######## reg_writeback_ctrl ########
Figure 1. Track usage over the die (reg_writeback_ctrl).
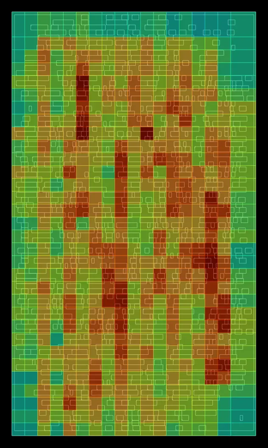
Figure 2. Sequential cells grouped by signal name (reg_writeback_ctrl).
Scale: 1.5 px per um. Other sequential cells in the stronger gray, the rest of the logic in the fainter gray.
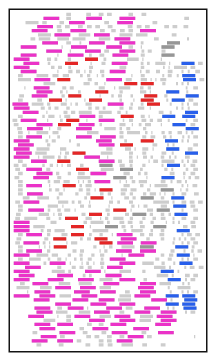
File: config.mk
export PLATFORM = sky130hd
export DESIGN_NAME = reg_writeback_ctrl
export DESIGN_NICKNAME = d
export VERILOG_FILES = /design/src/rtl/riscv_pkg.sv /design/src/rtl/wb_fifo.sv /design/src/rtl/reg_writeback_ctrl.sv
export SDC_FILE = /design/constraint.sdc
export NUM_CORES = 1
export LEC_CHECK = 0
export CAP_MARGIN = 20
export CELL_PAD_IN_SITES_DETAIL_PLACEMENT = 2
export CELL_PAD_IN_SITES_GLOBAL_PLACEMENT = 2
export CORE_ASPECT_RATIO = 1.75
export CORE_MARGIN = 1
export CORE_UTILIZATION = 35
export DETAILED_ROUTE_END_ITERATION = 10
export HOLD_SLACK_MARGIN = 0.1
export PLACE_DENSITY_LB_ADDON = 0.1
export SYNTH_ARGS = -nofsm -noshare
export SYNTH_HDL_FRONTEND = slang
export SYNTH_SLANG_ARGS = --single-unit
File: constraint.sdc
create_clock -name clk -period 3.35 [get_ports clk]
set_clock_uncertainty 0.15 [all_clocks]
set_input_delay 0.335 -clock clk [delete_from_list [all_inputs] [get_ports clk]]
set_output_delay 0.335 -clock clk [all_outputs]
set_load 0.005 [all_outputs]
File: src/rtl/riscv_pkg.sv
// Shared CPU definitions: data width, register-file geometry and the
// writeback entry carried by long-latency completions.
package riscv_pkg;

  localparam int XLEN       = 32;
  localparam int REG_ADDR_W = 5;
  localparam int NUM_REGS   = 32;

  typedef struct packed {
    logic [REG_ADDR_W-1:0] rd;
    logic [XLEN-1:0]       data;
  } wb_entry_t;

endpackage

File: src/rtl/wb_fifo.sv
// Synchronous FIFO of writeback entries. Occupancy is tracked with its own
// counter so full and empty are unambiguous when the pointers wrap.
module wb_fifo
  import riscv_pkg::*;
#(
  parameter int DEPTH = 4
) (
  input  logic                       clk,
  input  logic                       reset,
  input  logic                       push,
  input  wb_entry_t                  push_entry,
  input  logic                       pop,
  output wb_entry_t                  head,
  output logic                       full,
  output logic                       empty,
  output logic [$clog2(DEPTH+1)-1:0] count
);

  localparam int PTR_W = $clog2(DEPTH);
  localparam int CNT_W = $clog2(DEPTH+1);
  localparam logic [CNT_W-1:0] DEPTH_C = CNT_W'(DEPTH);

  wb_entry_t        mem_r [DEPTH];
  logic [PTR_W-1:0] wr_ptr_r;
  logic [PTR_W-1:0] rd_ptr_r;
  logic [CNT_W-1:0] count_r;
  logic             push_s;
  logic             pop_s;

  assign full   = (count_r == DEPTH_C);
  assign empty  = (count_r == {CNT_W{1'b0}});
  assign count  = count_r;
  assign head   = mem_r[rd_ptr_r];
  assign push_s = push && !full;
  assign pop_s  = pop && !empty;

  // Entry storage; contents are don't-care while the slot is unoccupied.
  always_ff @(posedge clk) begin
    if (push_s) begin
      mem_r[wr_ptr_r] <= push_entry;
    end
  end

  // Pointers and occupancy; pointers wrap naturally at the power-of-two depth.
  always_ff @(posedge clk or posedge reset) begin
    if (reset) begin
      wr_ptr_r <= {PTR_W{1'b0}};
      rd_ptr_r <= {PTR_W{1'b0}};
      count_r  <= {CNT_W{1'b0}};
    end else begin
      if (push_s) begin
        wr_ptr_r <= wr_ptr_r + PTR_W'(1);
      end
      if (pop_s) begin
        rd_ptr_r <= rd_ptr_r + PTR_W'(1);
      end
      case ({push_s, pop_s})
        2'b10:   count_r <= count_r + CNT_W'(1);
        2'b01:   count_r <= count_r - CNT_W'(1);
        default: count_r <= count_r;
      endcase
    end
  end

endmodule

File: src/rtl/reg_writeback_ctrl.sv
// Register-file writeback controller: ALU results win over queued
// long-latency completions; x0 writes are dropped; a scoreboard tracks pending rd.
module reg_writeback_ctrl
  import riscv_pkg::*;
#(
  parameter int DEPTH = 4,
  parameter int XLEN  = riscv_pkg::XLEN
) (
  input  logic                       clk,
  input  logic                       reset,
  input  logic                       alu_valid,
  input  logic [4:0]                 alu_rd,
  input  logic [XLEN-1:0]            alu_data,
  input  logic                       lu_valid,
  output logic                       lu_ready,
  input  logic [4:0]                 lu_rd,
  input  logic [XLEN-1:0]            lu_data,
  input  logic                       issue_valid,
  input  logic [4:0]                 issue_rd,
  output logic                       RegWrite,
  output logic [4:0]                 Rd,
  output logic [XLEN-1:0]            write_data,
  output logic [31:0]                busy,
  output logic [$clog2(DEPTH+1)-1:0] pend_count
);

  wb_entry_t   push_entry_s;
  wb_entry_t   head_s;
  logic        full_s;
  logic        empty_s;
  logic        push_s;
  logic        pop_s;
  logic        wr_en_s;
  logic [4:0]  wr_rd_s;
  logic [XLEN-1:0] wr_data_s;
  logic [31:0] busy_next_s;
  logic        regwrite_r;
  logic [4:0]  rd_r;
  logic [XLEN-1:0] wdata_r;
  logic [31:0] busy_r;

  // lu_ready comes from queue state only, never from lu_valid.
  assign lu_ready          = !full_s;
  assign push_s            = lu_valid && !full_s;
  assign pop_s             = !alu_valid && !empty_s;
  assign push_entry_s.rd   = lu_rd;
  assign push_entry_s.data = lu_data;

  wb_fifo #(.DEPTH(DEPTH)) u_fifo (
    .clk        (clk),
    .reset      (reset),
    .push       (push_s),
    .push_entry (push_entry_s),
    .pop        (pop_s),
    .head       (head_s),
    .full       (full_s),
    .empty      (empty_s),
    .count      (pend_count)
  );

  // Source select and x0 suppression for the next register-file write.
  always_comb begin
    wr_en_s   = 1'b0;
    wr_rd_s   = 5'd0;
    wr_data_s = {XLEN{1'b0}};
    if (alu_valid) begin
      wr_en_s   = (alu_rd != 5'd0);
      wr_rd_s   = alu_rd;
      wr_data_s = alu_data;
    end else if (!empty_s) begin
      wr_en_s   = (head_s.rd != 5'd0);
      wr_rd_s   = head_s.rd;
      wr_data_s = head_s.data;
    end else begin
      wr_en_s   = 1'b0;
    end
  end

  // Scoreboard update: clear on pop first so a same-edge issue wins.
  always_comb begin
    busy_next_s = busy_r;
    if (pop_s) begin
      busy_next_s[head_s.rd] = 1'b0;
    end else begin
      busy_next_s = busy_r;
    end
    if (issue_valid && (issue_rd != 5'd0)) begin
      busy_next_s[issue_rd] = 1'b1;
    end else begin
      busy_next_s[0] = 1'b0;
    end
    busy_next_s[0] = 1'b0;
  end

  // Registered write port; address and data hold when nothing is written.
  always_ff @(posedge clk or posedge reset) begin
    if (reset) begin
      regwrite_r <= 1'b0;
      rd_r       <= 5'd0;
      wdata_r    <= {XLEN{1'b0}};
      busy_r     <= 32'd0;
    end else begin
      regwrite_r <= wr_en_s;
      busy_r     <= busy_next_s;
      if (wr_en_s) begin
        rd_r    <= wr_rd_s;
        wdata_r <= wr_data_s;
      end
    end
  end

  assign RegWrite   = regwrite_r;
  assign Rd         = rd_r;
  assign write_data = wdata_r;
  assign busy       = busy_r;

endmodule
==> qor.txt <==
Worst-path clk slew: 0.07 ns
Sequential share of cell area: 49.00%
Post-Place Cell Area: 12,180 um^2
Unrepaired setup endpoints after global routing: false
WHS: 0.2137 ns
Hold path depth: 3
DP Cell Count: 1,220
Rel. slew slack: 34.50%
WL met3: 1.231 mm
Outcome: finished clean
XORs/XNORs by Area: 0.5176%
Clock latency (worst-skew pair): 0.53 ns
Die W: 130.8 um
Comb area share: 26.20%
Reg2reg start: u_fifo.rd_ptr_r[0]
Post-synth area from yosys stat: 10,150 um^2
Post-synthesis cell type with the largest instance count: edfxtp_1
CTS Sinks: 224
About Figure 1:
Layout Utilization: 45.26%
routed len/inst: 25.98 um

About Figure 2:
Key: `busy` = blue [sequential cells 31, where a column on the right]; `write_data` = red [sequential cells 32]; `u_fifo.mem_r` = magenta [sequential cells 148, where spread over the die]
Another 13 sequential cells are not colored.


######## note_sequence_recorder ########
File: src/rtl/note_sequence_recorder.sv
// Records debounced single-key presses into a packed nibble word (first note in the top nibble)
// and hands the completed level to the playback/response shifters with a valid/ack handshake.
module note_sequence_recorder #(
    parameter int MAX_NOTES       = 4,
    parameter int DEBOUNCE_CYCLES = 4
) (
    input  logic                   clk,
    input  logic                   reset,
    input  logic                   start,
    input  logic                   finish,
    input  logic [3:0]             note_inputs,
    input  logic                   level_ack,
    output logic [4*MAX_NOTES-1:0] level_data,
    output logic [3:0]             level_length,
    output logic                   level_valid,
    output logic                   busy,
    output logic                   note_stored,
    output logic                   multi_key,
    output logic [3:0]             note_echo
);

    // state        | meaning
    // IDLE         | waiting for start; last level held on outputs
    // ARM          | waiting for all keys released before accepting notes
    // WAIT_PRESS   | waiting for a key pattern (or finish)
    // DEBOUNCE     | candidate pattern must stay stable DEBOUNCE_CYCLES cycles
    // WAIT_RELEASE | waiting for all keys released for DEBOUNCE_CYCLES cycles
    // DONE         | level complete, level_valid high until level_ack
    typedef enum logic [2:0] {
        IDLE, ARM, WAIT_PRESS, DEBOUNCE, WAIT_RELEASE, DONE
    } state_t;

    localparam int CW = (DEBOUNCE_CYCLES > 1) ? $clog2(DEBOUNCE_CYCLES) : 1;
    localparam logic [CW-1:0] CNT_LOAD = CW'(DEBOUNCE_CYCLES - 1);

    state_t                 state, state_n;
    logic [3:0]             sync1, sync;
    logic [3:0]             cand, cand_n;
    logic [CW-1:0]          cnt, cnt_n;
    logic [4*MAX_NOTES-1:0] data_n;
    logic [3:0]             len_n;
    logic                   stored_n, multi_n;

    always_ff @(posedge clk or posedge reset) begin
        if (reset) begin
            sync1        <= '0;
            sync         <= '0;
            state        <= IDLE;
            cand         <= '0;
            cnt          <= '0;
            level_data   <= '0;
            level_length <= '0;
            note_stored  <= 1'b0;
            multi_key    <= 1'b0;
        end else begin
            sync1        <= note_inputs;
            sync         <= sync1;
            state        <= state_n;
            cand         <= cand_n;
            cnt          <= cnt_n;
            level_data   <= data_n;
            level_length <= len_n;
            note_stored  <= stored_n;
            multi_key    <= multi_n;
        end
    end

    always_comb begin
        state_n  = state;
        cand_n   = cand;
        cnt_n    = cnt;
        data_n   = level_data;
        len_n    = level_length;
        stored_n = 1'b0;
        multi_n  = 1'b0;
        case (state)
            IDLE: begin
                if (start) begin
                    data_n  = '0;
                    len_n   = '0;
                    cnt_n   = CNT_LOAD;
                    state_n = ARM;
                end
            end
            ARM, WAIT_RELEASE: begin
                // Any key activity restarts the quiet-period countdown.
                if (sync != 4'd0) begin
                    cnt_n = CNT_LOAD;
                end else if (cnt != '0) begin
                    cnt_n = cnt - 1'b1;
                end else if (state == ARM || level_length != 4'(MAX_NOTES)) begin
                    state_n = WAIT_PRESS;
                end else begin
                    state_n = DONE;
                end
            end
            WAIT_PRESS: begin
                if (sync != 4'd0) begin
                    cand_n  = sync;
                    cnt_n   = CNT_LOAD;
                    state_n = DEBOUNCE;
                end else if (finish && level_length != 4'd0) begin
                    state_n = DONE;
                end
            end
            DEBOUNCE: begin
                if (sync != cand) begin
                    state_n = WAIT_PRESS;
                end else if (cnt != '0) begin
                    cnt_n = cnt - 1'b1;
                end else begin
                    if ($onehot(cand)) begin
                        for (int i = 0; i < MAX_NOTES; i++) begin
                            if (level_length == 4'(i))
                                data_n[4*(MAX_NOTES-i)-1 -: 4] = cand;
                        end
                        len_n    = level_length + 4'd1;
                        stored_n = 1'b1;
                    end else begin
                        multi_n = 1'b1;
                    end
                    cnt_n   = CNT_LOAD;
                    state_n = WAIT_RELEASE;
                end
            end
            DONE: begin
                if (level_ack) state_n = IDLE;
            end
            default: state_n = IDLE;
        endcase
    end

    assign level_valid = (state == DONE);
    assign busy        = (state != IDLE);
    assign note_echo   = sync;

endmodule

File: config.mk
export PLATFORM = sky130hd
export DESIGN_NAME = note_sequence_recorder
export DESIGN_NICKNAME = d
export VERILOG_FILES = /design/src/rtl/note_sequence_recorder.sv
export SDC_FILE = /design/constraint.sdc
export NUM_CORES = 1
export LEC_CHECK = 0
export CAP_MARGIN = 20
export CORE_UTILIZATION = 35
export CTS_CLUSTER_SIZE = 8
export DETAILED_ROUTE_END_ITERATION = 12
export GPL_TIMING_DRIVEN = 0
export PLACE_DENSITY = 0.66
export SYNTH_ARGS = -nofsm -noshare
export SYNTH_HDL_FRONTEND = slang
export SYNTH_SLANG_ARGS = --single-unit
File: constraint.sdc
create_clock -name clk -period 5 [get_ports clk]
set_clock_uncertainty 0.05 [all_clocks]
set_input_delay 1 -clock clk [delete_from_list [all_inputs] [get_ports clk]]
set_output_delay 1 -clock clk [all_outputs]
set_load 0.005 [all_outputs]
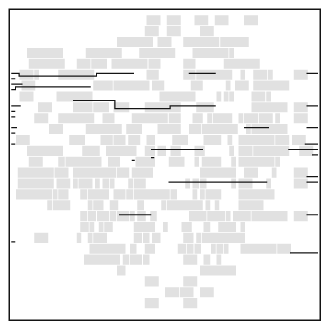
Figure 3: note_sequence_recorder, the metal 3 layer.
Scale: 4 px per um. Cells faint in the background.
The layer holds 4.8% of the routed length. The layer carries 191 um of wire. The longest straight run is 24.4 um.

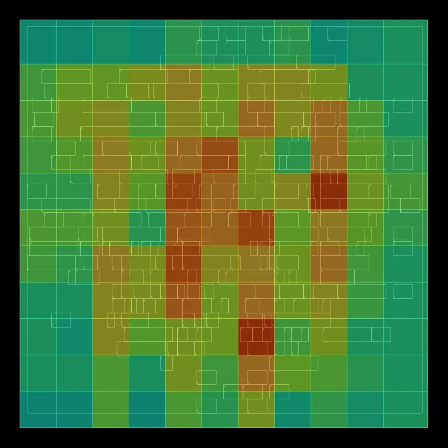
Figure 4: note_sequence_recorder, track usage over the die.
routed len/inst: 13.39 um
met2 Track Usage GR: 24.51%

==> qor.txt <==
Max Cap Violations: 0
Outcome: finished clean
Max reg flops: 16
DP Worst Slack: 1.998 ns
Via count: 1,475
Top cells by count: dfrtp_1, nand2_1, inv_1
Mapped Cells: 179
LEAKAGE: 1.163 nW
Worst setup SP type: flip-flop
Worst R2R Path Depth: 10
DP Cell Count: 287
Layout cells sized above 1: 15.25%
Die height: 77.37 um
Worst-path clk slew: 0.07 ns
Fin area: 2571 um^2
Top Consumer: combinational cells
Grt ovf: 0
CP Depth: 10
Initial Util: 36.11%
Stage-log warning count: 29
Layout Utilization: 46.69%
CP startpoint: cand[0]
Port Buf Inserts: 36
Die W: 77.37 um
Number of multi-input logic gates: 119
Detailed Route WL: 3.950 mm

######## pic_host_bus_master ########
===== src/rtl/pic_host_bus_master.sv =====
// Host-side bus initiator for an 8259A-style PIC: runs ICW/OCW writes, status reads
// and the two-pulse INTA cycle, driving the PIC pins from registered outputs.
module pic_host_bus_master #(
    parameter int PULSE_CYCLES = 2,
    parameter int GAP_CYCLES   = 1
) (
    input  logic       clock,
    input  logic       reset,
    input  logic       init_start,
    input  logic [7:0] icw1,
    input  logic [7:0] icw2,
    input  logic [7:0] icw3,
    input  logic [7:0] icw4,
    input  logic       cmd_valid,
    output logic       cmd_ready,
    input  logic       cmd_write,
    input  logic       cmd_a0,
    input  logic [7:0] cmd_data,
    output logic       rsp_valid,
    output logic [7:0] rsp_data,
    input  logic       auto_ack_enable,
    input  logic       interrupt_to_cpu,
    output logic       interrupt_acknowledge_n,
    output logic       vector_valid,
    output logic [7:0] vector_data,
    output logic       chip_select_n,
    output logic       read_enable_n,
    output logic       write_enable_n,
    output logic       address,
    output logic [7:0] data_bus_out,
    output logic       data_bus_drive,
    input  logic [7:0] data_bus_in,
    output logic       busy
);

    localparam int MAX_CYCLES = (PULSE_CYCLES > GAP_CYCLES) ? PULSE_CYCLES : GAP_CYCLES;
    localparam int CW         = $clog2(MAX_CYCLES + 1);
    localparam logic [CW-1:0] PULSE_LOAD = CW'(PULSE_CYCLES);
    localparam logic [CW-1:0] GAP_LOAD   = CW'(GAP_CYCLES);
    localparam logic [CW-1:0] CNT_ONE    = CW'(1);
    localparam logic [2:0]    STEP_DONE  = 3'd4;

    typedef enum logic [2:0] {
        IDLE, SETUP, STROBE, HOLD, INTA1, INTA_GAP, INTA2, INTA_DONE
    } state_t;

    state_t        state;
    logic [CW-1:0] cnt;
    logic          is_write;
    logic          init_active;
    logic [2:0]    step;
    logic [7:0]    icw_words [4];
    logic [2:0]    next_step_s;

    // Step after the current init word: ICW3 only in cascade mode, ICW4 only when requested.
    function automatic logic [2:0] next_init_step(input logic [2:0] cur, input logic [7:0] w1);
        logic [2:0] nxt;
        case (cur)
            3'd0:    nxt = 3'd1;
            3'd1:    nxt = (!w1[1]) ? 3'd2 : (w1[0] ? 3'd3 : STEP_DONE);
            3'd2:    nxt = w1[0] ? 3'd3 : STEP_DONE;
            default: nxt = STEP_DONE;
        endcase
        return nxt;
    endfunction

    assign next_step_s = next_init_step(step, icw_words[0]);
    assign busy        = (state != IDLE);

    // Single FSM: arbitration, bus-cycle sequencing and every pin-level output.
    always_ff @(posedge clock or posedge reset) begin
        if (reset) begin
            state                   <= IDLE;
            cnt                     <= '0;
            is_write                <= 1'b0;
            init_active             <= 1'b0;
            step                    <= 3'd0;
            icw_words[0]            <= 8'h00;
            icw_words[1]            <= 8'h00;
            icw_words[2]            <= 8'h00;
            icw_words[3]            <= 8'h00;
            cmd_ready               <= 1'b0;
            rsp_valid               <= 1'b0;
            rsp_data                <= 8'h00;
            vector_valid            <= 1'b0;
            vector_data             <= 8'h00;
            interrupt_acknowledge_n <= 1'b1;
            chip_select_n           <= 1'b1;
            read_enable_n           <= 1'b1;
            write_enable_n          <= 1'b1;
            address                 <= 1'b0;
            data_bus_out            <= 8'h00;
            data_bus_drive          <= 1'b0;
        end else begin
            cmd_ready    <= 1'b0;
            rsp_valid    <= 1'b0;
            vector_valid <= 1'b0;
            case (state)
                IDLE: begin
                    // A command already granted via cmd_ready is committed regardless of new requests.
                    if (cmd_ready) begin
                        address        <= cmd_a0;
                        is_write       <= cmd_write;
                        data_bus_out   <= cmd_write ? cmd_data : data_bus_out;
                        data_bus_drive <= cmd_write;
                        chip_select_n  <= 1'b0;
                        state          <= SETUP;
                    end else if (init_start) begin
                        icw_words[0]   <= icw1;
                        icw_words[1]   <= icw2;
                        icw_words[2]   <= icw3;
                        icw_words[3]   <= icw4;
                        init_active    <= 1'b1;
                        step           <= 3'd0;
                        is_write       <= 1'b1;
                        address        <= 1'b0;
                        data_bus_out   <= icw1;
                        data_bus_drive <= 1'b1;
                        chip_select_n  <= 1'b0;
                        state          <= SETUP;
                    end else if (auto_ack_enable && interrupt_to_cpu) begin
                        interrupt_acknowledge_n <= 1'b0;
                        cnt                     <= PULSE_LOAD;
                        state                   <= INTA1;
                    end else if (cmd_valid) begin
                        cmd_ready <= 1'b1;
                    end else begin
                        state <= IDLE;
                    end
                end
                SETUP: begin
                    cnt <= PULSE_LOAD;
                    if (is_write) begin
                        write_enable_n <= 1'b0;
                    end else begin
                        read_enable_n <= 1'b0;
                    end
                    state <= STROBE;
                end
                STROBE: begin
                    if (cnt == CNT_ONE) begin
                        write_enable_n <= 1'b1;
                        read_enable_n  <= 1'b1;
                        if (!is_write) begin
                            rsp_data  <= data_bus_in;
                            rsp_valid <= 1'b1;
                        end else begin
                            rsp_valid <= 1'b0;
                        end
                        state <= HOLD;
                    end else begin
                        cnt <= cnt - CNT_ONE;
                    end
                end
                HOLD: begin
                    // Init words run back to back with CS held low; busy only drops after the last one.
                    if (init_active && (next_step_s != STEP_DONE)) begin
                        step         <= next_step_s;
                        address      <= 1'b1;
                        data_bus_out <= icw_words[next_step_s[1:0]];
                        state        <= SETUP;
                    end else begin
                        init_active    <= 1'b0;
                        chip_select_n  <= 1'b1;
                        data_bus_drive <= 1'b0;
                        state          <= IDLE;
                    end
                end
                INTA1: begin
                    if (cnt == CNT_ONE) begin
                        interrupt_acknowledge_n <= 1'b1;
                        cnt                     <= GAP_LOAD;
                        state                   <= INTA_GAP;
                    end else begin
                        cnt <= cnt - CNT_ONE;
                    end
                end
                INTA_GAP: begin
                    if (cnt == CNT_ONE) begin
                        interrupt_acknowledge_n <= 1'b0;
                        cnt                     <= PULSE_LOAD;
                        state                   <= INTA2;
                    end else begin
                        cnt <= cnt - CNT_ONE;
                    end
                end
                INTA2: begin
                    if (cnt == CNT_ONE) begin
                        interrupt_acknowledge_n <= 1'b1;
                        vector_data             <= data_bus_in;
                        vector_valid            <= 1'b1;
                        state                   <= INTA_DONE;
                    end else begin
                        cnt <= cnt - CNT_ONE;
                    end
                end
                INTA_DONE: begin
                    state <= IDLE;
                end
                default: begin
                    interrupt_acknowledge_n <= 1'b1;
                    read_enable_n           <= 1'b1;
                    write_enable_n          <= 1'b1;
                    chip_select_n           <= 1'b1;
                    data_bus_drive          <= 1'b0;
                    init_active             <= 1'b0;
                    state                   <= IDLE;
                end
            endcase
        end
    end

endmodule


===== config.mk =====
export PLATFORM = sky130hd
export DESIGN_NAME = pic_host_bus_master
export DESIGN_NICKNAME = d
export VERILOG_FILES = /design/src/rtl/pic_host_bus_master.sv
export SDC_FILE = /design/constraint.sdc
export NUM_CORES = 1
export LEC_CHECK = 0
export CAP_MARGIN = 20
export CORE_ASPECT_RATIO = 2
export CORE_MARGIN = 8
export CORE_UTILIZATION = 42
export CTS_BUF_LIST = sky130_fd_sc_hd__clkbuf_8
export CTS_CLUSTER_DIAMETER = 150
export DETAILED_ROUTE_END_ITERATION = 8
export PLACE_DENSITY = 0.7
export SETUP_SLACK_MARGIN = 0.05
export SYNTH_ARGS = -nofsm -noshare
export SYNTH_HDL_FRONTEND = slang
export SYNTH_SLANG_ARGS = --single-unit

===== constraint.sdc =====
create_clock -name clock -period 5.8 [get_ports clock]
set_clock_uncertainty 0.1 [all_clocks]
set_input_delay 0.87 -clock clock [delete_from_list [all_inputs] [get_ports clock]]
set_output_delay 0.87 -clock clock [all_outputs]
set_load 0.02 [all_outputs]

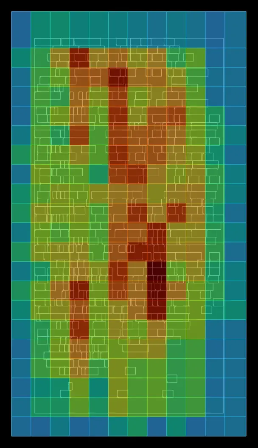
Figure 5: pic_host_bus_master, track usage over the die.
Total GRT Usage: 15.35%
gr busiest metal: met2

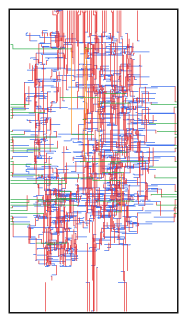
Figure 6: pic_host_bus_master, metal layers overlaid.
Scale: 2 px per um.
Key: met4 = orange [wire length 195 um]; met2 = red [wire length 5,000 um]; met3 = green [wire length 655 um]; met1 = blue [wire length 3,770 um]

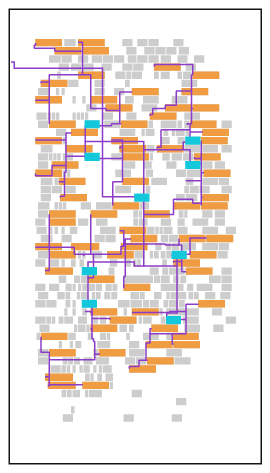
Figure 7: pic_host_bus_master, clock wires, drivers and flops.
Scale: 3 px per um.
Key: flip-flops = orange [count 75]; clock wires = purple [length 923 um]; cells driving clock nets = cyan [count 9]
There are 10 routed clock nets.

==> qor.txt <==
CP endpoint: busy
Inverters: 8
Chip footprint: 12,600 um^2
Reg-to-reg slack, setup: 3.20 ns
Number of vias per cell: 5.466
CTS tree: yes
Library cells used by synthesis: 54
Largest area contributor in the netlist: dfrtp_1
Final WS setup: 2.739 ns
Hold crit path type: reg2reg
WL met3: 654 um
Worst setup SP type: flip-flop
Register Area: 1882 um^2
Routed len/inst: 18.54 um
Top cells by count: dfrtp_1, nand2_1, mux2_4
Post-CTS setup buffer count: 0
Classification of the worst setup path: reg2out
Mapped Cells: 333
Number of DRC markers in iteration 0: 211
Outcome: finished clean
Top logic family: multiplexers
Internal: 1.481 mW
Top cells, area: dfrtp_1, mux2_4, mux2_2

######## rat_controller ########
--- src/rtl/rat_pkg.sv ---
// Shared state encoding, direction codes and defaults for the rat-in-maze search controller.
package rat_pkg;

    typedef logic [3:0] state_t;

    localparam state_t S_IDLE     = 4'd0;
    localparam state_t S_INIT     = 4'd1;
    localparam state_t S_TRY      = 4'd2;
    localparam state_t S_EVAL     = 4'd3;
    localparam state_t S_ADVANCE  = 4'd4;
    localparam state_t S_EVAL_POS = 4'd5;
    localparam state_t S_BACK     = 4'd6;
    localparam state_t S_RETREAT  = 4'd7;
    localparam state_t S_REVERSE  = 4'd8;
    localparam state_t S_FOUND    = 4'd9;
    localparam state_t S_SHOW     = 4'd10;
    localparam state_t S_FAIL     = 4'd11;

    // Inverse direction is always code ^ 2, which the datapath relies on when backtracking.
    typedef enum logic [1:0] {
        DIR_UP    = 2'd0,
        DIR_RIGHT = 2'd1,
        DIR_DOWN  = 2'd2,
        DIR_LEFT  = 2'd3
    } dir_t;

    localparam int RAT_STEP_W_DEFAULT = 16;

    function automatic logic state_is_busy(input state_t s);
        return (s inside {S_INIT, S_TRY, S_EVAL, S_ADVANCE, S_EVAL_POS,
                          S_BACK, S_RETREAT, S_REVERSE});
    endfunction

endpackage

--- src/rtl/rat_show_pacer.sv ---
// Spaces replayed moves: fires once when stack2 has data, then stays quiet for GAP cycles.
module rat_show_pacer
    import rat_pkg::*;
#(
    parameter int GAP = 1
) (
    input  logic clk,
    input  logic rst,
    input  logic en_i,
    input  logic empty_i,
    output logic fire_o
);

    localparam int CW = (GAP > 0) ? $clog2(GAP + 1) : 1;

    logic [CW-1:0] gap_q, gap_d;

    assign fire_o = en_i && !empty_i && (gap_q == '0);

    always_comb begin
        gap_d = gap_q;
        if (!en_i) begin
            gap_d = '0;
        end else if (fire_o) begin
            gap_d = CW'(GAP);
        end else if (gap_q != '0) begin
            gap_d = gap_q - CW'(1);
        end
    end

    always_ff @(posedge clk) begin
        if (rst) begin
            gap_q <= '0;
        end else begin
            gap_q <= gap_d;
        end
    end

endmodule

--- src/rtl/rat_controller.sv ---
// Depth-first maze search sequencer with path reversal and paced replay.
// Optional RAT_STEP_COUNT_EN adds a saturating steps output counting advances and retreats.
//
// state    | meaning
// IDLE     | waiting for start
// INIT     | clear direction counter, search begins
// TRY      | load dir from counter, read candidate cell
// EVAL     | judge candidate: advance, next dir, or backtrack
// ADVANCE  | mark cell, push dir, move, clear counter
// EVAL_POS | goal check after a move
// BACK     | load inverse of stack1 top (or fail if empty)
// RETREAT  | step back, mark, pop, counter <- top+1
// REVERSE  | move stack1 into stack2
// FOUND    | path ready, waiting for run
// SHOW     | replay one move per pacer slot
// FAIL     | no path or overflow, waiting for start
module rat_controller
    import rat_pkg::*;
#(
    parameter int STEP_W   = RAT_STEP_W_DEFAULT,
    parameter int SHOW_GAP = 1
) (
    input  logic clk,
    input  logic rst,
    input  logic start,
    input  logic run,
    input  logic invalid,
    input  logic finish,
    input  logic cout,
    input  logic top_last,
    input  logic empty1,
    input  logic full1,
    input  logic empty2,
    input  logic full2,
    output logic ldX,
    output logic ldY,
    output logic ldR,
    output logic ldC,
    output logic cen,
    output logic Izc,
    output logic Sel5,
    output logic push1,
    output logic pop1,
    output logic push2,
    output logic pop2,
    output logic mem_rd,
    output logic mem_mark,
    output logic busy,
    output logic found,
    output logic fail,
    output logic overflow,
`ifdef RAT_STEP_COUNT_EN
    output logic [STEP_W-1:0] steps,
`endif
    output logic move_valid
);

    if (STEP_W < 1 || SHOW_GAP < 0) begin : g_param_check
        $error("rat_controller: STEP_W must be >= 1 and SHOW_GAP >= 0");
    end

    state_t state_q, state_d;
    logic   overflow_q, overflow_d;
    logic   ovf_set;
    logic   show_fire;

    rat_show_pacer #(
        .GAP (SHOW_GAP)
    ) u_pacer (
        .clk     (clk),
        .rst     (rst),
        .en_i    (state_q == S_SHOW),
        .empty_i (empty2),
        .fire_o  (show_fire)
    );

    always_comb begin
        state_d = state_q;
        ovf_set = 1'b0;
        case (state_q)
            S_IDLE:     if (start) state_d = S_INIT;
            S_INIT:     state_d = S_TRY;
            S_TRY:      state_d = S_EVAL;
            S_EVAL: begin
                if (finish) begin
                    state_d = S_REVERSE;
                end else if (!invalid && full1) begin
                    state_d = S_FAIL;
                    ovf_set = 1'b1;
                end else if (!invalid) begin
                    state_d = S_ADVANCE;
                end else if (!cout) begin
                    state_d = S_TRY;
                end else begin
                    state_d = S_BACK;
                end
            end
            S_ADVANCE:  state_d = S_EVAL_POS;
            S_EVAL_POS: state_d = finish ? S_REVERSE : S_TRY;
            S_BACK:     state_d = empty1 ? S_FAIL : S_RETREAT;
            // A popped top of 3 means the counter would wrap: this level is exhausted too.
            S_RETREAT:  state_d = top_last ? S_BACK : S_TRY;
            S_REVERSE: begin
                if (empty1) begin
                    state_d = S_FOUND;
                end else if (full2) begin
                    state_d = S_FAIL;
                    ovf_set = 1'b1;
                end
            end
            S_FOUND:    if (run) state_d = S_SHOW;
            S_SHOW:     if (empty2) state_d = S_IDLE;
            S_FAIL:     if (start) state_d = S_INIT;
            default:    state_d = S_IDLE;
        endcase
    end

    always_comb begin
        overflow_d = overflow_q;
        if (state_d != S_FAIL) begin
            overflow_d = 1'b0;
        end else if (ovf_set) begin
            overflow_d = 1'b1;
        end
    end

    always_ff @(posedge clk) begin
        if (rst) begin
            state_q    <= S_IDLE;
            overflow_q <= 1'b0;
        end else begin
            state_q    <= state_d;
            overflow_q <= overflow_d;
        end
    end

    always_comb begin
        ldX      = 1'b0;
        ldY      = 1'b0;
        ldR      = 1'b0;
        ldC      = 1'b0;
        cen      = 1'b0;
        Izc      = 1'b0;
        Sel5     = 1'b0;
        push1    = 1'b0;
        pop1     = 1'b0;
        push2    = 1'b0;
        pop2     = 1'b0;
        mem_rd   = 1'b0;
        mem_mark = 1'b0;
        case (state_q)
            S_INIT: begin
                ldC = 1'b1;
                Izc = 1'b1;
            end
            S_TRY: begin
                ldR    = 1'b1;
                mem_rd = 1'b1;
            end
            S_EVAL:    cen = invalid && !cout && !finish;
            S_ADVANCE: begin
                mem_mark = 1'b1;
                push1    = 1'b1;
                ldX      = 1'b1;
                ldY      = 1'b1;
                ldC      = 1'b1;
                Izc      = 1'b1;
            end
            S_BACK: begin
                ldR  = !empty1;
                Sel5 = !empty1;
            end
            S_RETREAT: begin
                ldX      = 1'b1;
                ldY      = 1'b1;
                mem_mark = 1'b1;
                ldC      = 1'b1;
                pop1     = 1'b1;
            end
            S_REVERSE: begin
                pop1  = !empty1 && !full2;
                push2 = !empty1 && !full2;
            end
            S_SHOW:    pop2 = show_fire;
            default: ;
        endcase
    end

    assign move_valid = (state_q == S_SHOW) && show_fire;
    assign busy       = state_is_busy(state_q);
    assign found      = (state_q == S_FOUND) || (state_q == S_SHOW);
    assign fail       = (state_q == S_FAIL);
    assign overflow   = overflow_q;

`ifdef RAT_STEP_COUNT_EN
    logic [STEP_W-1:0] steps_q, steps_d;

    always_comb begin
        steps_d = steps_q;
        if (state_q == S_INIT) begin
            steps_d = '0;
        end else if ((state_q == S_ADVANCE || state_q == S_RETREAT) && (steps_q != '1)) begin
            steps_d = steps_q + STEP_W'(1);
        end
    end

    always_ff @(posedge clk) begin
        if (rst) begin
            steps_q <= '0;
        end else begin
            steps_q <= steps_d;
        end
    end

    assign steps = steps_q;
`endif

endmodule

--- config.mk ---
export PLATFORM = sky130hd
export DESIGN_NAME = rat_controller
export DESIGN_NICKNAME = d
export VERILOG_FILES = /design/src/rtl/rat_pkg.sv /design/src/rtl/rat_show_pacer.sv /design/src/rtl/rat_controller.sv
export SDC_FILE = /design/constraint.sdc
export NUM_CORES = 1
export LEC_CHECK = 0
export CAP_MARGIN = 40
export CORE_MARGIN = 5
export CORE_UTILIZATION = 35
export DETAILED_ROUTE_END_ITERATION = 12
export GPL_TIMING_DRIVEN = 0
export MAX_ROUTING_LAYER = met4
export PLACE_DENSITY = 0.72
export SYNTH_ARGS = -nofsm -noshare
export SYNTH_HDL_FRONTEND = slang
export SYNTH_SLANG_ARGS = --single-unit
--- constraint.sdc ---
create_clock -name clk -period 1.9 [get_ports clk]
set_clock_uncertainty 0.2 [all_clocks]
set_input_delay 0.38 -clock clk [delete_from_list [all_inputs] [get_ports clk]]
set_output_delay 0.38 -clock clk [all_outputs]
set_load 0.03 [all_outputs]
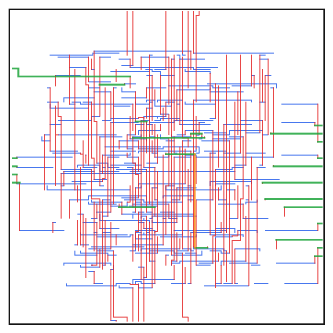
Figure 8: rat_controller, metal layers overlaid.
Scale: 6 px per um.
Key: met4 = orange [wire length 15.6 um]; met3 = green [wire length 112 um]; met2 = red [wire length 1,370 um]; met1 = blue [wire length 1,050 um]

==> qor.txt <==
CP endpoint: pop1
Seq pwr: 0.145 mW
Compound-Gate Fraction of Synth Area: 16.83%
Layout fillers: 109
Nets: 149
Post-synth area from yosys stat: 624.3 um^2
Final Setup Violations: 14
Crit-path cells: buf_6 -> or4_4 -> o22ai_4 -> buf_6
Row Count: 15
Routed len/inst: 15.93 um
Met1 usage: 23.40%
Violated checks: negative setup slack
Post-CTS setup buffer count: 15
Biggest register: state_q
Outcome: complete, but fails checks
Number of multi-input logic gates: 68
Largest area contributor in the netlist: dfxtp_1
Biggest Area Class: multi-input combinational cells
Finished Layout Cells: 160
Clock group power: 0.119 mW
Final WS setup: -0.2836 ns
Final Hold Viols: 0
Post-Place Cell Area: 1095 um^2
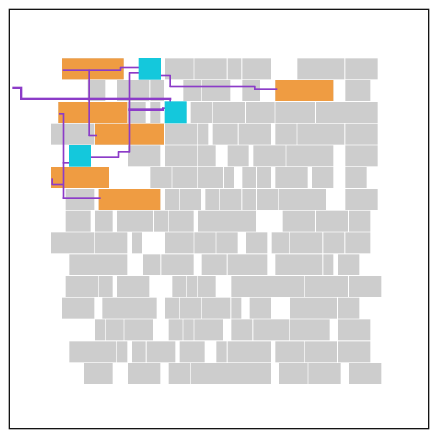
Figure 9: rat_controller, clock wires, drivers and flops.
Scale: 8 px per um.
Key: cells driving clock nets = cyan [count 3]; clock wires = purple [length 106 um]; flip-flops = orange [count 6]
Position of the flops: upper left.


######## pc_sequencer_flat ########
## src/rtl/pc_sequencer_if.sv

```systemverilog
// Instruction-memory fetch bus between the PC sequencer and instruction memory.
// Latency: none (wires only).
// Backpressure: memory signals acceptance with imem_ready; the requester holds its address until then.
//
// Signals: imem_req/imem_addr (sequencer -> memory), imem_ready/opcode (memory -> sequencer).
interface pc_sequencer_if #(
  parameter int WIDTH = 32
) ();
  logic             imem_req;
  logic [WIDTH-1:0] imem_addr;
  logic             imem_ready;
  logic [6:0]       opcode;

  modport master (
    output imem_req,
    output imem_addr,
    input  imem_ready,
    input  opcode
  );

  modport slave (
    input  imem_req,
    input  imem_addr,
    output imem_ready,
    output opcode
  );
endinterface

```

## src/rtl/pc_sequencer.sv

```systemverilog
// Program-counter sequencer: walks instruction memory from address 0 until a halt opcode.
// Latency: one cycle from an accepted instruction to the instr_valid pulse and count update.
// Backpressure: stall parks the block in WAIT with imem_req low; imem_ready is then ignored.
//
// Ports: clk, rst (async active-low), start, stall, redirect/redirect_addr,
//        imem (fetch bus, master side), instr_valid, halted, fetch_count (saturating).
module pc_sequencer #(
  parameter int         WIDTH   = 32,
  parameter logic [6:0] HALT_OP = 7'b1111111
) (
  input  logic                 clk,
  input  logic                 rst,
  input  logic                 start,
  input  logic                 stall,
  input  logic                 redirect,
  input  logic [WIDTH-1:0]     redirect_addr,
  pc_sequencer_if.master       imem,
  output logic                 instr_valid,
  output logic                 halted,
  output logic [15:0]          fetch_count
);

  typedef enum logic [1:0] {
    IDLE  = 2'b00,
    FETCH = 2'b01,
    WAIT  = 2'b10,
    HALT  = 2'b11
  } state_t;

  state_t           state_q;
  logic [WIDTH-1:0] pc_q;

  // Request depends on state only, so there is no path from imem_ready to imem_req.
  assign imem.imem_req  = (state_q == FETCH);
  assign imem.imem_addr = pc_q;
  assign halted         = (state_q == HALT);

  always_ff @(posedge clk or negedge rst) begin
    if (!rst) begin
      state_q     <= IDLE;
      pc_q        <= '0;
      instr_valid <= 1'b0;
      fetch_count <= '0;
    end else begin
      // instr_valid is a single-cycle pulse; it is only raised on an acceptance below.
      instr_valid <= 1'b0;

      case (state_q)
        IDLE, HALT: begin
          // Redirect is deliberately not looked at here; only start leaves these states.
          if (start) begin
            state_q     <= FETCH;
            pc_q        <= '0;
            fetch_count <= '0;
          end
        end

        FETCH: begin
          if (redirect) begin
            // A response arriving alongside a redirect belongs to the old path: drop it.
            pc_q    <= redirect_addr;
            state_q <= stall ? WAIT : FETCH;
          end else if (stall) begin
            state_q <= WAIT;
          end else if (imem.imem_ready) begin
            instr_valid <= 1'b1;
            if (fetch_count != 16'hFFFF) begin
              fetch_count <= fetch_count + 16'd1;
            end
            if (imem.opcode == HALT_OP) begin
              // PC stays on the halt instruction so it can be inspected afterwards.
              state_q <= HALT;
            end else begin
              pc_q <= pc_q + WIDTH'(1);
            end
          end
        end

        WAIT: begin
          if (redirect) begin
            pc_q <= redirect_addr;
          end
          if (!stall) begin
            state_q <= FETCH;
          end
        end

        default: state_q <= IDLE;
      endcase
    end
  end

endmodule
```

## src/flat_wrapper.sv

```systemverilog
// flat-port wrapper written by rule: the top's interface ports become plain ports
module pc_sequencer_flat 
#(
  parameter int         WIDTH   = 32,
  parameter logic [6:0] HALT_OP = 7'b1111111
)
  (clk, rst, start, stall, redirect, redirect_addr, instr_valid, halted, fetch_count, imem_imem_req, imem_imem_addr, imem_imem_ready, imem_opcode);
  pc_sequencer_if #(.WIDTH(WIDTH)) imem_i ();
  input  logic clk;
  input  logic rst;
  input  logic start;
  input  logic stall;
  input  logic redirect;
  input  logic [WIDTH-1:0] redirect_addr;
  output logic instr_valid;
  output logic halted;
  output logic [15:0] fetch_count;
  output wire logic [$bits(imem_i.imem_req)-1:0] imem_imem_req;
  output wire logic [$bits(imem_i.imem_addr)-1:0] imem_imem_addr;
  input wire logic [$bits(imem_i.imem_ready)-1:0] imem_imem_ready;
  input wire logic [$bits(imem_i.opcode)-1:0] imem_opcode;
  assign imem_imem_req = imem_i.imem_req;
  assign imem_imem_addr = imem_i.imem_addr;
  assign imem_i.imem_ready = imem_imem_ready;
  assign imem_i.opcode = imem_opcode;
  pc_sequencer #(.WIDTH(WIDTH), .HALT_OP(HALT_OP)) u_core (.clk(clk), .rst(rst), .start(start), .stall(stall), .redirect(redirect), .redirect_addr(redirect_addr), .imem(imem_i), .instr_valid(instr_valid), .halted(halted), .fetch_count(fetch_count));
endmodule
```

## config.mk

```make
export PLATFORM = sky130hd
export DESIGN_NAME = pc_sequencer_flat
export DESIGN_NICKNAME = d
export VERILOG_FILES = /design/src/rtl/pc_sequencer_if.sv /design/src/rtl/pc_sequencer.sv /design/src/flat_wrapper.sv
export SDC_FILE = /design/constraint.sdc
export NUM_CORES = 1
export LEC_CHECK = 0
export CAP_MARGIN = 10
export CORE_MARGIN = 2
export CORE_UTILIZATION = 33
export DETAILED_ROUTE_END_ITERATION = 8
export DONT_BUFFER_PORTS = 1
export GPL_ROUTABILITY_DRIVEN = 0
export GPL_TIMING_DRIVEN = 0
export SLEW_MARGIN = 20
export SYNTH_ARGS = -nofsm -noshare
export SYNTH_HDL_FRONTEND = slang
export SYNTH_SLANG_ARGS = --single-unit
```

## constraint.sdc

```tcl
create_clock -name clk -period 2.1 [get_ports clk]
set_input_delay 0.42 -clock clk [delete_from_list [all_inputs] [get_ports clk]]
set_output_delay 0.42 -clock clk [all_outputs]
set_load 0.05 [all_outputs]
```

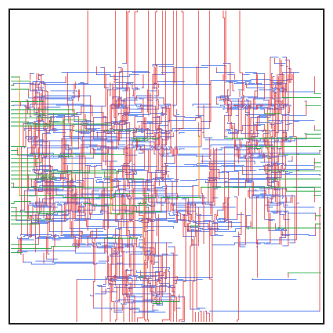
Figure 10: pc_sequencer_flat, metal layers overlaid.
Scale: 3 px per um.
Key: met2 = red [wire length 5,330 um]; met3 = green [wire length 845 um]; met4 = orange [wire length 132 um]; met1 = blue [wire length 4,450 um]

==> qor.txt <==
Violated checks: negative setup slack
Worst setup SP type: flip-flop
Post-synthesis cell type with the largest instance count: dfrtp_1
DP Cell Count: 511
Max reg flops: 32
Top cells by count: dfrtp_1, nand2_1, nand3_1
Final Setup Violations: 2
Stage-log warning count: 29
XORs/XNORs by Area: 1.847%
Final WS setup: -0.02791 ns
Largest net degree at the start of global routing: 52
Inverters: 17
Met1 usage: 24.08%
Final period utilization: 101.3%
Outcome: complete, but fails checks
Sequential area share after synthesis: 38.45%
Min Tclk post-route: 2.128 ns

######## pipelined_cla_adder_flat ########
Figure 11. Sequential cells grouped by signal name (pipelined_cla_adder_flat).
Scale: 2 px per um. Other sequential cells in the stronger gray, the rest of the logic in the fainter gray.
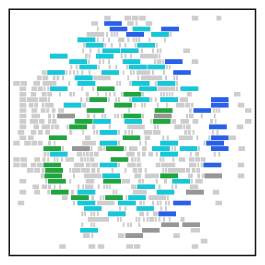
`src/rtl/pipelined_cla_adder_if.sv`:
```
// Operand/result stream bundle for pipelined_cla_adder: operands in, sum/flags out,
// each direction with its own valid/ready pair.
interface pipelined_cla_adder_if #(
  parameter int WIDTH = 16
);
  logic             in_valid;
  logic             in_ready;
  logic [WIDTH-1:0] a;
  logic [WIDTH-1:0] b;
  logic             cin;
  logic             sub;
  logic             out_valid;
  logic             out_ready;
  logic [WIDTH-1:0] sum;
  logic             cout;
  logic             ovf;

  modport master (
    output in_valid, a, b, cin, sub, out_ready,
    input  in_ready, out_valid, sum, cout, ovf
  );

  modport slave (
    input  in_valid, a, b, cin, sub, out_ready,
    output in_ready, out_valid, sum, cout, ovf
  );
endinterface

```
`src/rtl/pipelined_cla_adder.sv`:
```
// Pipelined block CLA adder/subtractor: one BLK-bit look-ahead group per stage, NBLK-cycle latency,
// whole pipe freezes (bubbles included) while the result is stalled. PIPELINED_CLA_SAT_EN adds signed saturation.
module pipelined_cla_adder #(
  parameter int WIDTH = 16,
  parameter int BLK   = 4
) (
  input  logic                  clk,
  input  logic                  rst_n,
  pipelined_cla_adder_if.slave  bus
);
  localparam int NBLK = WIDTH / BLK;
  localparam int L    = NBLK - 1;

  if (WIDTH < 2) begin : g_chk_width
    $error("pipelined_cla_adder: WIDTH must be at least 2");
  end
  if (WIDTH % BLK != 0) begin : g_chk_blk
    $error("pipelined_cla_adder: WIDTH must be a multiple of BLK");
  end

  // Returns {carry_out, sum} of one group; internal carries and the group G/P are
  // all expanded as sum-of-products so no carry ripples inside the group.
  function automatic logic [BLK:0] cla_group(
    input logic [BLK-1:0] x,
    input logic [BLK-1:0] y,
    input logic           ci
  );
    logic [BLK-1:0] g;
    logic [BLK-1:0] p;
    logic [BLK-1:0] c;
    logic           term;
    logic           grp_g;
    logic           grp_p;
    g = x & y;
    p = x ^ y;
    c = '0;
    c[0] = ci;
    for (int i = 1; i < BLK; i++) begin
      term = ci;
      for (int m = 0; m < i; m++) term = term & p[m];
      c[i] = term;
      for (int j = 0; j < i; j++) begin
        term = g[j];
        for (int m = j + 1; m < i; m++) term = term & p[m];
        c[i] = c[i] | term;
      end
    end
    grp_p = &p;
    grp_g = 1'b0;
    for (int j = 0; j < BLK; j++) begin
      term = g[j];
      for (int m = j + 1; m < BLK; m++) term = term & p[m];
      grp_g = grp_g | term;
    end
    return {grp_g | (grp_p & ci), p ^ c};
  endfunction

  logic             adv;
  logic             fin_vld;
  logic [WIDTH-1:0] fin_sum;
  logic             fin_cout;
  logic             fin_ovf;

  assign adv           = !fin_vld || bus.out_ready;
  assign bus.in_ready  = adv;
  assign bus.out_valid = fin_vld;
  assign bus.sum       = fin_sum;
  assign bus.cout      = fin_cout;
  assign bus.ovf       = fin_ovf;

  // Stage k sees x_i = {a bits not yet consumed, sum bits already resolved} and
  // y_i = effective-b bits not yet consumed; group k sits at the bottom of y_i.
  for (genvar k = 0; k < NBLK; k++) begin : g_stg
    localparam int RW = WIDTH - k * BLK;

    logic             vld_i;
    logic             c_i;
    logic [WIDTH-1:0] x_i;
    logic [RW-1:0]    y_i;
    logic [BLK:0]     grp;
    logic [WIDTH-1:0] x_o;

    assign grp = cla_group(x_i[k*BLK +: BLK], y_i[BLK-1:0], c_i);

    always_comb begin
      x_o = x_i;
      x_o[k*BLK +: BLK] = grp[BLK-1:0];
    end

    if (k == 0) begin : g_head
      assign vld_i = bus.in_valid;
      assign c_i   = bus.sub | bus.cin;
      assign x_i   = bus.a;
      assign y_i   = bus.sub ? ~bus.b : bus.b;
    end else begin : g_body
      always_ff @(posedge clk or negedge rst_n) begin
        if (!rst_n) begin
          vld_i <= 1'b0;
          c_i   <= 1'b0;
          x_i   <= '0;
          y_i   <= '0;
        end else if (adv) begin
          vld_i <= g_stg[k-1].vld_i;
          c_i   <= g_stg[k-1].grp[BLK];
          x_i   <= g_stg[k-1].x_o;
          y_i   <= g_stg[k-1].y_i[WIDTH-(k-1)*BLK-1:BLK];
        end
      end
    end
  end

  logic [WIDTH-1:0] raw_sum;
  logic [WIDTH-1:0] fin_sum_d;
  logic             a_msb;
  logic             b_msb;
  logic             ovf_d;

  assign raw_sum = g_stg[L].x_o;
  assign a_msb   = g_stg[L].x_i[WIDTH-1];
  assign b_msb   = g_stg[L].y_i[BLK-1];
  assign ovf_d   = (a_msb == b_msb) && (raw_sum[WIDTH-1] != a_msb);

`ifdef PIPELINED_CLA_SAT_EN
  // Clamp toward the sign of a; cout/ovf still describe the wrapped result.
  assign fin_sum_d = ovf_d ? {a_msb, {(WIDTH-1){!a_msb}}} : raw_sum;
`else
  assign fin_sum_d = raw_sum;
`endif

  always_ff @(posedge clk or negedge rst_n) begin
    if (!rst_n) begin
      fin_vld  <= 1'b0;
      fin_sum  <= '0;
      fin_cout <= 1'b0;
      fin_ovf  <= 1'b0;
    end else if (adv) begin
      fin_vld  <= g_stg[L].vld_i;
      fin_sum  <= fin_sum_d;
      fin_cout <= g_stg[L].grp[BLK];
      fin_ovf  <= ovf_d;
    end
  end

  a_out_hold: assert property (@(posedge clk) disable iff (!rst_n)
    (fin_vld && !bus.out_ready) |=> (fin_vld && $stable(fin_sum) && $stable(fin_cout) && $stable(fin_ovf)));
endmodule

```
`src/flat_wrapper.sv`:
```
// flat-port wrapper written by rule: the top's interface ports become plain ports
module pipelined_cla_adder_flat 
#(
  parameter int WIDTH = 16,
  parameter int BLK   = 4
)
  (clk, rst_n, bus_in_valid, bus_a, bus_b, bus_cin, bus_sub, bus_out_ready, bus_in_ready, bus_out_valid, bus_sum, bus_cout, bus_ovf);
  pipelined_cla_adder_if #(.WIDTH(WIDTH)) bus_i ();
  input  logic clk;
  input  logic rst_n;
  input wire logic [$bits(bus_i.in_valid)-1:0] bus_in_valid;
  input wire logic [$bits(bus_i.a)-1:0] bus_a;
  input wire logic [$bits(bus_i.b)-1:0] bus_b;
  input wire logic [$bits(bus_i.cin)-1:0] bus_cin;
  input wire logic [$bits(bus_i.sub)-1:0] bus_sub;
  input wire logic [$bits(bus_i.out_ready)-1:0] bus_out_ready;
  output wire logic [$bits(bus_i.in_ready)-1:0] bus_in_ready;
  output wire logic [$bits(bus_i.out_valid)-1:0] bus_out_valid;
  output wire logic [$bits(bus_i.sum)-1:0] bus_sum;
  output wire logic [$bits(bus_i.cout)-1:0] bus_cout;
  output wire logic [$bits(bus_i.ovf)-1:0] bus_ovf;
  assign bus_i.in_valid = bus_in_valid;
  assign bus_i.a = bus_a;
  assign bus_i.b = bus_b;
  assign bus_i.cin = bus_cin;
  assign bus_i.sub = bus_sub;
  assign bus_i.out_ready = bus_out_ready;
  assign bus_in_ready = bus_i.in_ready;
  assign bus_out_valid = bus_i.out_valid;
  assign bus_sum = bus_i.sum;
  assign bus_cout = bus_i.cout;
  assign bus_ovf = bus_i.ovf;
  pipelined_cla_adder #(.WIDTH(WIDTH), .BLK(BLK)) u_core (.clk(clk), .rst_n(rst_n), .bus(bus_i));
endmodule
```
`config.mk`:
```
export PLATFORM = sky130hd
export DESIGN_NAME = pipelined_cla_adder_flat
export DESIGN_NICKNAME = d
export VERILOG_FILES = /design/src/rtl/pipelined_cla_adder_if.sv /design/src/rtl/pipelined_cla_adder.sv /design/src/flat_wrapper.sv
export SDC_FILE = /design/constraint.sdc
export NUM_CORES = 1
export LEC_CHECK = 0
export CAP_MARGIN = 5
export CORE_UTILIZATION = 31
export DETAILED_ROUTE_END_ITERATION = 10
export SYNTH_ARGS = -nofsm -noshare
export SYNTH_HDL_FRONTEND = slang
export SYNTH_SLANG_ARGS = --single-unit
```
`constraint.sdc`:
```
create_clock -name clk -period 2.1 [get_ports clk]
set_input_delay 0.42 -clock clk [delete_from_list [all_inputs] [get_ports clk]]
set_output_delay 0.42 -clock clk [all_outputs]
set_load 0.005 [all_outputs]
```
==> qor.txt <==
Outcome: finished clean
Crit end category: primary output
Gr busiest metal: met2
Via count: 3,308
CTS tree: yes
Cell area power density: 1381 nW/um^2
Routability cong.: 0.7806
Post-synthesis cell type with the largest instance count: nand2_1
Largest net degree at the start of global routing: 70
Core area: 13,990 um^2
Flop count: 97
Slew Limit Fails: 0
Worst path most repeated cell: clkdlybuf4s50_1
# resized after CTS: 0
Top sig layer: met4
Clock group share of total power: 22.1%
Largest area contributor in the netlist: dfrtp_1
Maximum buffer depth of the clock tree: 2
Unrepaired setup endpoints after global routing: false
Switching share of power: 33.90%
Routed len/inst: 12.22 um
Layout Utilization: 40.04%
DR WL met2: 4.116 mm
## Picture notes: Figure 11
Key: `u_core.g_stg.y_i` = green [sequential cells 24]; `u_core.bus.sum` = blue [sequential cells 16]; `u_core.g_stg.x_i` = cyan [sequential cells 48]
Another 9 sequential cells are not colored.



==> notes/layouts.md <==
Pictures saved along the way, in no particular order.

Track usage over the die.
shot_01.png
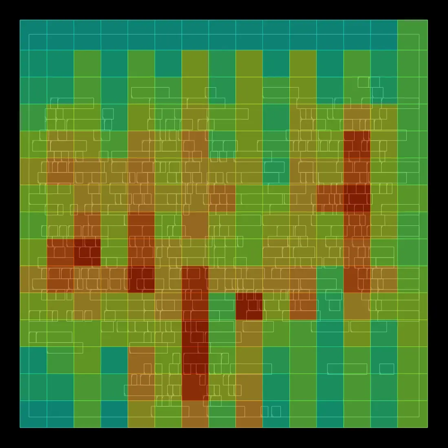
shot_02.png
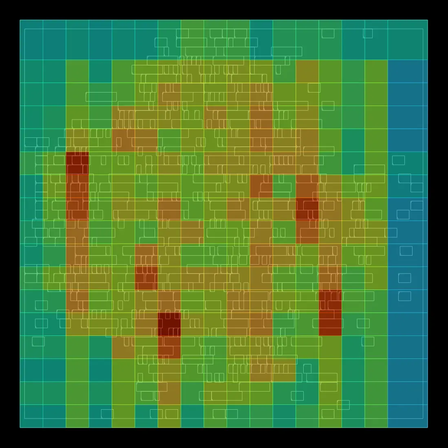
shot_03.png
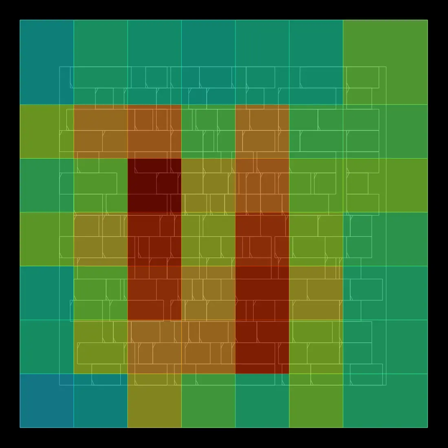
shot_01.png is pc_sequencer_flat.
shot_03.png is rat_controller.
shot_02.png is pipelined_cla_adder_flat.
Of these, least wire per cell: shot_02.png
Of these, most wire per cell: shot_01.png

Power and IR drop assume default switching activity.
